==================== design 1
Design 1, ports around the boundary:
Pins as bars across the die edge, other pins in grey.
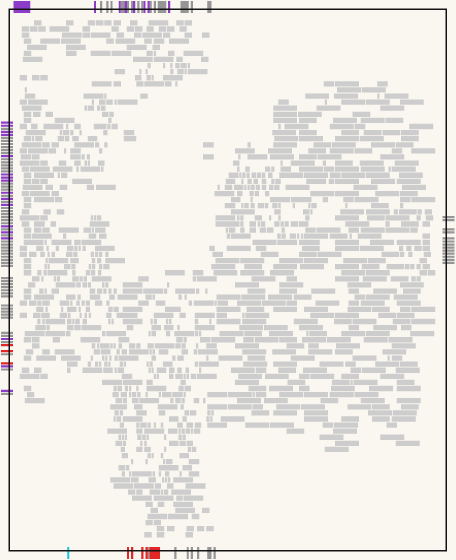

File: config.mk
export PLATFORM = sky130hd
export DESIGN_NAME = adc_cbuf_wr_ctrl
export DESIGN_NICKNAME = d
export VERILOG_FILES = /design/src/rtl/adc_cbuf_pkg.sv /design/src/rtl/cbuf_trig_fifo.sv /design/src/rtl/adc_cbuf_wr_ctrl.sv
export SDC_FILE = /design/constraint.sdc
export NUM_CORES = 1
export LEC_CHECK = 0
export CORE_ASPECT_RATIO = 1.25
export CORE_MARGIN = 4
export CORE_UTILIZATION = 30
export CTS_BUF_LIST = sky130_fd_sc_hd__clkbuf_8
export CTS_CLUSTER_DIAMETER = 200
export DETAILED_ROUTE_END_ITERATION = 6
export HOLD_SLACK_MARGIN = 0.06
export SYNTH_ARGS = -nofsm -noshare
export SYNTH_HDL_FRONTEND = slang
export SYNTH_SLANG_ARGS = --single-unit
export TNS_END_PERCENT = 1
File: constraint.sdc
create_clock -name clk -period 6.8 [get_ports clk]
set_input_delay 0.68 -clock clk [delete_from_list [all_inputs] [get_ports clk]]
set_output_delay 0.68 -clock clk [all_outputs]
set_load 0.01 [all_outputs]
File: src/rtl/adc_cbuf_pkg.sv
// adc_cbuf_pkg: shared constants for the ADC circular-buffer write controller.
package adc_cbuf_pkg;
   localparam int ADDR_W_DEF  = 12;
   localparam int FIFO_AW_DEF = 4;
   localparam int IGN_W       = 16;
   localparam int I_IDLE  = 0;
   localparam int I_PRIME = 1;
   localparam int I_ARMED = 2;
   localparam int I_POST  = 3;
   localparam int I_PUSH  = 4;
   localparam logic [4:0] ST_IDLE  = 5'b00001;
   localparam logic [4:0] ST_PRIME = 5'b00010;
   localparam logic [4:0] ST_ARMED = 5'b00100;
   localparam logic [4:0] ST_POST  = 5'b01000;
   localparam logic [4:0] ST_PUSH  = 5'b10000;
endpackage

File: src/rtl/cbuf_trig_fifo.sv
// cbuf_trig_fifo: first-word-fall-through FIFO for trigger start addresses.
module cbuf_trig_fifo #(
   parameter int W  = 12,
   parameter int AW = 4
) (
   input  logic         clk,
   input  logic         reset,
   input  logic         clear,
   input  logic         push,
   input  logic         pop,
   input  logic [W-1:0] din,
   output logic [W-1:0] dout,
   output logic         full,
   output logic         empty
);
   logic [W-1:0] mem [2**AW];
   logic [AW:0]  wp, rp;
   logic         do_pop, do_push;
   assign empty   = wp == rp;
   assign full    = (wp[AW] != rp[AW]) && (wp[AW-1:0] == rp[AW-1:0]);
   assign do_pop  = pop && !empty;
   // at full a push only fits when the head leaves in the same cycle
   assign do_push = push && (!full || do_pop);
   assign dout    = empty ? '0 : mem[rp[AW-1:0]];
   always_ff @(posedge clk or posedge reset)
      if (reset) begin
         wp <= '0;
         rp <= '0;
      end else if (clear) begin
         wp <= '0;
         rp <= '0;
      end else begin
         if (do_push) wp <= wp + 1'b1;
         if (do_pop) rp <= rp + 1'b1;
      end
   always_ff @(posedge clk)
      if (do_push && !clear) mem[wp[AW-1:0]] <= din;
endmodule

File: src/rtl/adc_cbuf_wr_ctrl.sv
// adc_cbuf_wr_ctrl: writes ADC words into the circular buffer and queues
// the start address of each captured trigger window.
module adc_cbuf_wr_ctrl
   import adc_cbuf_pkg::*;
#(
   parameter int ADDR_W  = ADDR_W_DEF,
   parameter int FIFO_AW = FIFO_AW_DEF
) (
   input  logic              clk,
   input  logic              reset,
   input  logic              acq_enable,
   input  logic [31:0]       adc_dat,
   input  logic              adc_dat_valid,
   input  logic              trig_pulse,
   input  logic [ADDR_W-1:0] pre_trig_words,
   input  logic [ADDR_W-1:0] post_trig_words,
   input  logic              fifo_clear,
   output logic              buf_wr_en,
   output logic [ADDR_W-1:0] buf_wr_addr,
   output logic [31:0]       buf_wr_dat,
   input  logic              trig_addr_rd_en,
   output logic [ADDR_W-1:0] trig_addr,
   output logic              trig_addr_empty,
   output logic              trig_fifo_full,
   output logic              trig_overflow,
   output logic [IGN_W-1:0]  trig_ignored_cnt,
   output logic              armed
);
   logic [4:0]        st, st_nx;
   logic [ADDR_W-1:0] wr_ptr, prime_cnt, post_cnt, start;
   logic              wr, push, ign;
   assign wr    = adc_dat_valid && acq_enable;
   assign push  = st[I_PUSH];
   assign armed = st[I_ARMED];
   assign ign   = acq_enable && trig_pulse && (st[I_PRIME] || st[I_POST] || st[I_PUSH]);
   always_comb begin
      st_nx = st;
      if (!acq_enable) st_nx = ST_IDLE;
      else if (st[I_IDLE]) st_nx = ST_PRIME;
      else if (st[I_PRIME] && (prime_cnt == '0 || (wr && prime_cnt == ADDR_W'(1)))) st_nx = ST_ARMED;
      else if (st[I_ARMED] && trig_pulse) st_nx = post_trig_words == '0 ? ST_PUSH : ST_POST;
      else if (st[I_POST] && (post_cnt == '0 || (wr && post_cnt == ADDR_W'(1)))) st_nx = ST_PUSH;
      else if (st[I_PUSH]) st_nx = ST_ARMED;
   end
   always_ff @(posedge clk or posedge reset)
      if (reset) begin
         st               <= ST_IDLE;
         wr_ptr           <= '0;
         prime_cnt        <= '0;
         post_cnt         <= '0;
         start            <= '0;
         buf_wr_en        <= 1'b0;
         buf_wr_addr      <= '0;
         buf_wr_dat       <= '0;
         trig_overflow    <= 1'b0;
         trig_ignored_cnt <= '0;
      end else begin
         st          <= st_nx;
         buf_wr_en   <= wr;
         buf_wr_addr <= wr_ptr;
         buf_wr_dat  <= adc_dat;
         if (wr) wr_ptr <= wr_ptr + 1'b1;
         if (st[I_IDLE]) prime_cnt <= pre_trig_words;
         else if (st[I_PRIME] && wr && prime_cnt != '0) prime_cnt <= prime_cnt - 1'b1;
         if (st[I_ARMED] && acq_enable && trig_pulse) begin
            start    <= wr_ptr - pre_trig_words;
            post_cnt <= post_trig_words;
         end else if (st[I_POST] && wr && post_cnt != '0) post_cnt <= post_cnt - 1'b1;
         if (fifo_clear) begin
            trig_overflow    <= 1'b0;
            trig_ignored_cnt <= '0;
         end else begin
            if (push && trig_fifo_full && !trig_addr_rd_en) trig_overflow <= 1'b1;
            if (ign && trig_ignored_cnt != '1) trig_ignored_cnt <= trig_ignored_cnt + 1'b1;
         end
      end
   cbuf_trig_fifo #(.W(ADDR_W), .AW(FIFO_AW)) u_fifo (
      .clk   (clk),
      .reset (reset),
      .clear (fifo_clear),
      .push  (push),
      .pop   (trig_addr_rd_en),
      .din   (start),
      .dout  (trig_addr),
      .full  (trig_fifo_full),
      .empty (trig_addr_empty)
   );
endmodule

==================== design 2
$ cat src/rtl/fortune_pipe.sv
// fortune_pipe -- two-stage pipelined fortune-teller pattern decoder.
//
// Takes raw pattern codes over a valid/ready handshake and turns each one
// into a message index (group * 10 + BCD digit). Results leave in order
// over a valid/ready output. A counter tracks how many results were delivered.
//
// Pattern layout: digit D = pattern[4:1], group G = {pattern[PAT_W-1:5], pattern[0]}.
// A digit above 9 gives index 0 with out_invalid set.
//
// Optional build macro:
//   FORTUNE_NOREPEAT_EN - a valid index that equals the previous valid index
//                         loaded into the output register is bumped to
//                         index+1, wrapping NUM_MSG-1 to 0.
//
// Ports:
//   clk, resetn       clock, asynchronous active-low reset
//   in_valid/in_ready input handshake, in_pattern = raw code (PAT_W)
//   out_valid/out_ready output handshake
//   out_message       decoded index (MSG_W)
//   out_invalid       result came from an illegal digit
//   msg_count         output transfers, wraps modulo 2^CNT_W
module fortune_pipe #(
    parameter int PAT_W = 6,
    parameter int MSG_W = 7,
    parameter int CNT_W = 8
) (
    input  logic             clk,
    input  logic             resetn,
    input  logic             in_valid,
    output logic             in_ready,
    input  logic [PAT_W-1:0] in_pattern,
    output logic             out_valid,
    input  logic             out_ready,
    output logic [MSG_W-1:0] out_message,
    output logic             out_invalid,
    output logic [CNT_W-1:0] msg_count
);

    localparam int G_W     = PAT_W - 4;
    localparam int NUM_MSG = 10 * (2 ** G_W);
    localparam logic [MSG_W:0] TEN = (MSG_W+1)'(10);

    // Handshake and pipeline control
    logic             s1_valid;
    logic [PAT_W-1:0] s1_pat;
    logic             in_xfer;
    logic             out_xfer;
    logic             s2_load;

    assign in_ready = !s1_valid || !out_valid || out_ready;
    assign in_xfer  = in_valid && in_ready;
    assign out_xfer = out_valid && out_ready;
    assign s2_load  = s1_valid && (!out_valid || out_ready);

    // Stage 1: raw pattern capture
    always_ff @(posedge clk or negedge resetn) begin
        if (!resetn) begin
            s1_valid <= 1'b0;
            s1_pat   <= '0;
        end else if (in_xfer) begin
            s1_valid <= 1'b1;
            s1_pat   <= in_pattern;
        end else if (s2_load) begin
            s1_valid <= 1'b0;
        end
    end

    // Decode, done one bit wider than the index and then truncated
    logic [G_W-1:0]   grp;
    logic [3:0]       dig;
    logic [MSG_W:0]   idx_wide;
    logic             idx_unused;
    logic             dec_invalid;
    logic [MSG_W-1:0] dec_msg;
    logic [MSG_W-1:0] fin_msg;

    assign grp         = {s1_pat[PAT_W-1:5], s1_pat[0]};
    assign dig         = s1_pat[4:1];
    assign idx_wide    = (MSG_W+1)'(grp) * TEN + (MSG_W+1)'(dig);
    assign idx_unused  = idx_wide[MSG_W];
    assign dec_invalid = (dig > 4'd9);
    assign dec_msg     = dec_invalid ? '0 : idx_wide[MSG_W-1:0];

`ifdef FORTUNE_NOREPEAT_EN
    localparam logic [MSG_W-1:0] LAST_MSG = MSG_W'(NUM_MSG - 1);

    logic             hist_valid;
    logic [MSG_W-1:0] hist;

    always_comb begin
        fin_msg = dec_msg;
        if (!dec_invalid && hist_valid && (dec_msg == hist))
            fin_msg = (dec_msg == LAST_MSG) ? '0 : dec_msg + MSG_W'(1);
    end

    // History follows the adjusted value. Illegal results leave it untouched.
    always_ff @(posedge clk or negedge resetn) begin
        if (!resetn) begin
            hist_valid <= 1'b0;
            hist       <= '0;
        end else if (s2_load && !dec_invalid) begin
            hist_valid <= 1'b1;
            hist       <= fin_msg;
        end
    end
`else
    assign fin_msg = dec_msg;
`endif

    // Stage 2: output register. It is held while it is stalled.
    always_ff @(posedge clk or negedge resetn) begin
        if (!resetn) begin
            out_valid   <= 1'b0;
            out_message <= '0;
            out_invalid <= 1'b0;
        end else if (s2_load) begin
            out_valid   <= 1'b1;
            out_message <= fin_msg;
            out_invalid <= dec_invalid;
        end else if (out_xfer) begin
            out_valid   <= 1'b0;
        end
    end

    always_ff @(posedge clk or negedge resetn) begin
        if (!resetn)       msg_count <= '0;
        else if (out_xfer) msg_count <= msg_count + CNT_W'(1);
    end

endmodule

$ cat config.mk
export PLATFORM = sky130hd
export DESIGN_NAME = fortune_pipe
export DESIGN_NICKNAME = d
export VERILOG_FILES = /design/src/rtl/fortune_pipe.sv
export SDC_FILE = /design/constraint.sdc
export NUM_CORES = 1
export LEC_CHECK = 0
export CORE_MARGIN = 8
export CORE_UTILIZATION = 42
export CTS_CLUSTER_DIAMETER = 50
export DETAILED_ROUTE_END_ITERATION = 16
export GPL_TIMING_DRIVEN = 1
export PLACE_DENSITY = 0.85
export SLEW_MARGIN = 0
export SYNTH_ARGS = -nofsm -noshare
export SYNTH_HDL_FRONTEND = slang
export SYNTH_SLANG_ARGS = --single-unit
export TNS_END_PERCENT = 10
$ cat constraint.sdc
create_clock -name clk -period 1.7 [get_ports clk]
set_clock_uncertainty 0.05 [all_clocks]
set_input_delay 0.17 -clock clk [delete_from_list [all_inputs] [get_ports clk]]
set_output_delay 0.17 -clock clk [all_outputs]
set_load 0.01 [all_outputs]
Design 2, cell area per tile:
7 x 7 tiles, from white (low) to dark blue (high), 0 to 100% covered.
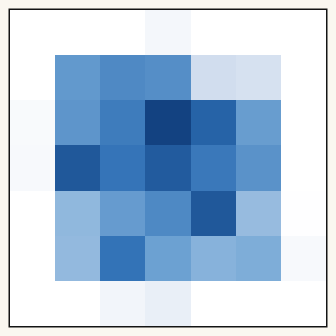
mean over tiles = 31%
tiles over 75% full = 10%
fullest tile = 93%
emptiest ninth of the die = top right
densest ninth of the die = middle

Design 2, ports around the boundary:
Pins as bars across the die edge, other pins in grey.
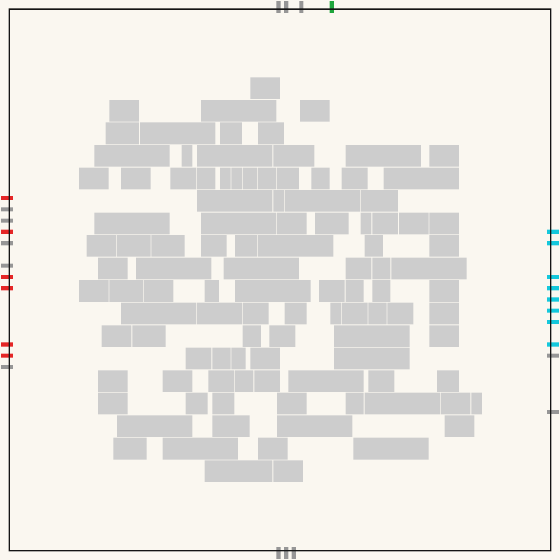
green -> out_valid  # pins 1, direction output, edge top
cyan -> msg_count  # pins 8, direction output, edge right
red -> in_pattern  # pins 6, direction input, edge left
all pins by edge = 11 left, 10 right, 4 top, 3 bottom
die x size: 65.22 µm
Die H: 65.22 µm
IO Port Bufs: 26

==> flow_summary.ini, design 2 <==
; physical design summary
[grt]
grt_use_met2_pct = 17.22
gr-total-overflow = 0
grtUsageTotal_pct = 10.34

[routing]
drtIter0Drc = 18
drc = 0
vias_per_cell = 5.146

[power_and_ir_drop]
powerClk_uw = 251

[layout]
flop-count = 23
inverters_excl_clock = 0
sh_seq_area_pct = 42.20
nMultiInputCombCells = 51
antenna_cells = 0
finalNetCount = 123
largest_cell_class = flip-flops and latches
nFillCells = 219
area.combinational_um2 = 442.9
final-instance-count-excl-fill = 137
top_regs = msg_count x8, out_message x6, s1_pat x6

[cts]
clockBufferDepth = 2

[run_status]
outcome = completed

[floorplan]
initial_core_util_pct = 42.61
coreArea_mm2 = 0.002387
io-pin-count = 28

[sta]
fin_crit_ns = 1.657

[synth]
simple_gate_share_pct = 11.32
mux_area_share_pct = 7.749

[critical_path]
crit_path_start_kind = flip-flop
crit_arrival_ns = 1.82
Design 1, clock network drawn from the DEF:
Bar = 50 µm.
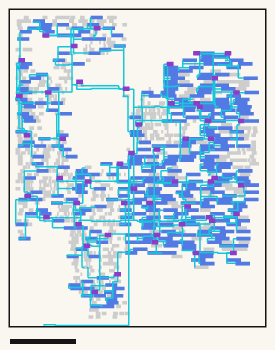
cyan -> clock wires  # length 4,400 µm
purple -> cells driving clock nets  # count 52
blue -> flip-flops  # count 317
routed clock nets = 53
Power Clock: 1740 µW
Clk pwr share: 41.8%
Clk Latency, worst-skew pair: 0.62 ns
skew final: 0.01592 ns

About 'ports around the boundary' of design 1:
cyan -> clk  # pins 1, direction input, edge bottom
purple -> adc_dat  # pins 32, direction input, edge 17 left, 15 top
red -> pre_trig_words  # pins 12, direction input, edge 9 bottom, 3 left
Die H: 241.0 µm
die x size: 194.4 µm
IO Port Bufs: 139

==> flow_summary.ini, design 1 <==
; physical design summary
[run_status]
outcome = completed

[critical_path]
critPathMaxStageDelay_ns = 0.99
required_ns = 6.12
reg2regPathDepth = 7

[layout]
drive_gt1_share_pct = 16.27
final-instance-count-excl-fill = 1617
final_cell_mix = edfxtp_1, clkdlybuf4s50_1, dfrtp_1
flop-count = 317
sh_seq_area_pct = 54.93
nFillCells = 4027
final_area_mm2 = 0.01620
largest_register_ffs = 192

[cts]
htree_num_levels = 2
cts_hold_buf = 0

[power_and_ir_drop]
switching_power_uw = 969.9
p_sw_share_pct = 23.26
max-vdd-ir-drop_mv = 0.1719

[sta]
max_freq_mhz = 216.4

[synth]
yosysMostFrequentCell = edfxtp_1
synth.distinct_cells = 50

[placement]
hpwl_mm = 19.26
place_area_mm2 = 0.01508

[grt]
grt_busiest_layer = met2

==> layout pictures side by side <==
Met3 routing.
picture 1
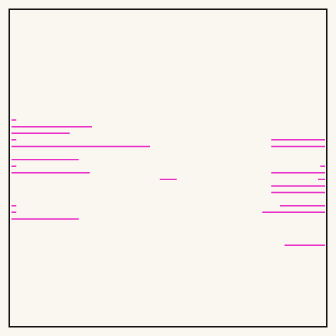
picture 2
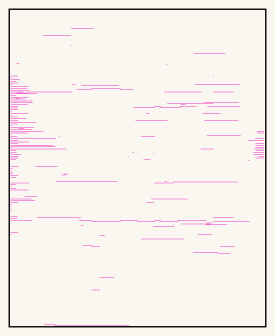
- design 1 = picture 2
- design 2 = picture 1

Key to picture 1:
share of all routed wire = 9.0%
main direction = horizontal
nets with wire on the layer = 22



==> screenshots <==
Cell placement.
Plate I
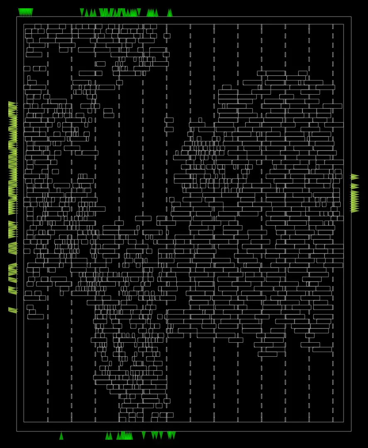
Plate II
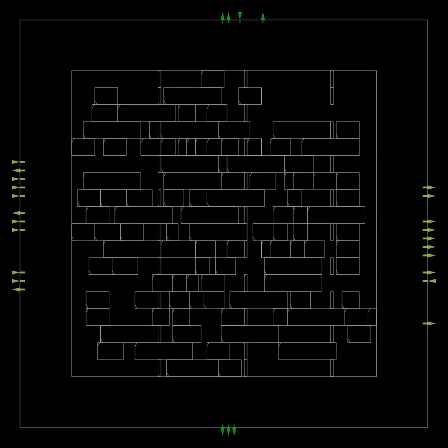
- highest utilization: Plate II
- most sequential cells: Plate I
- design 2 = Plate II
- design 1 = Plate I

Power is estimated from default activity; no workload was simulated.
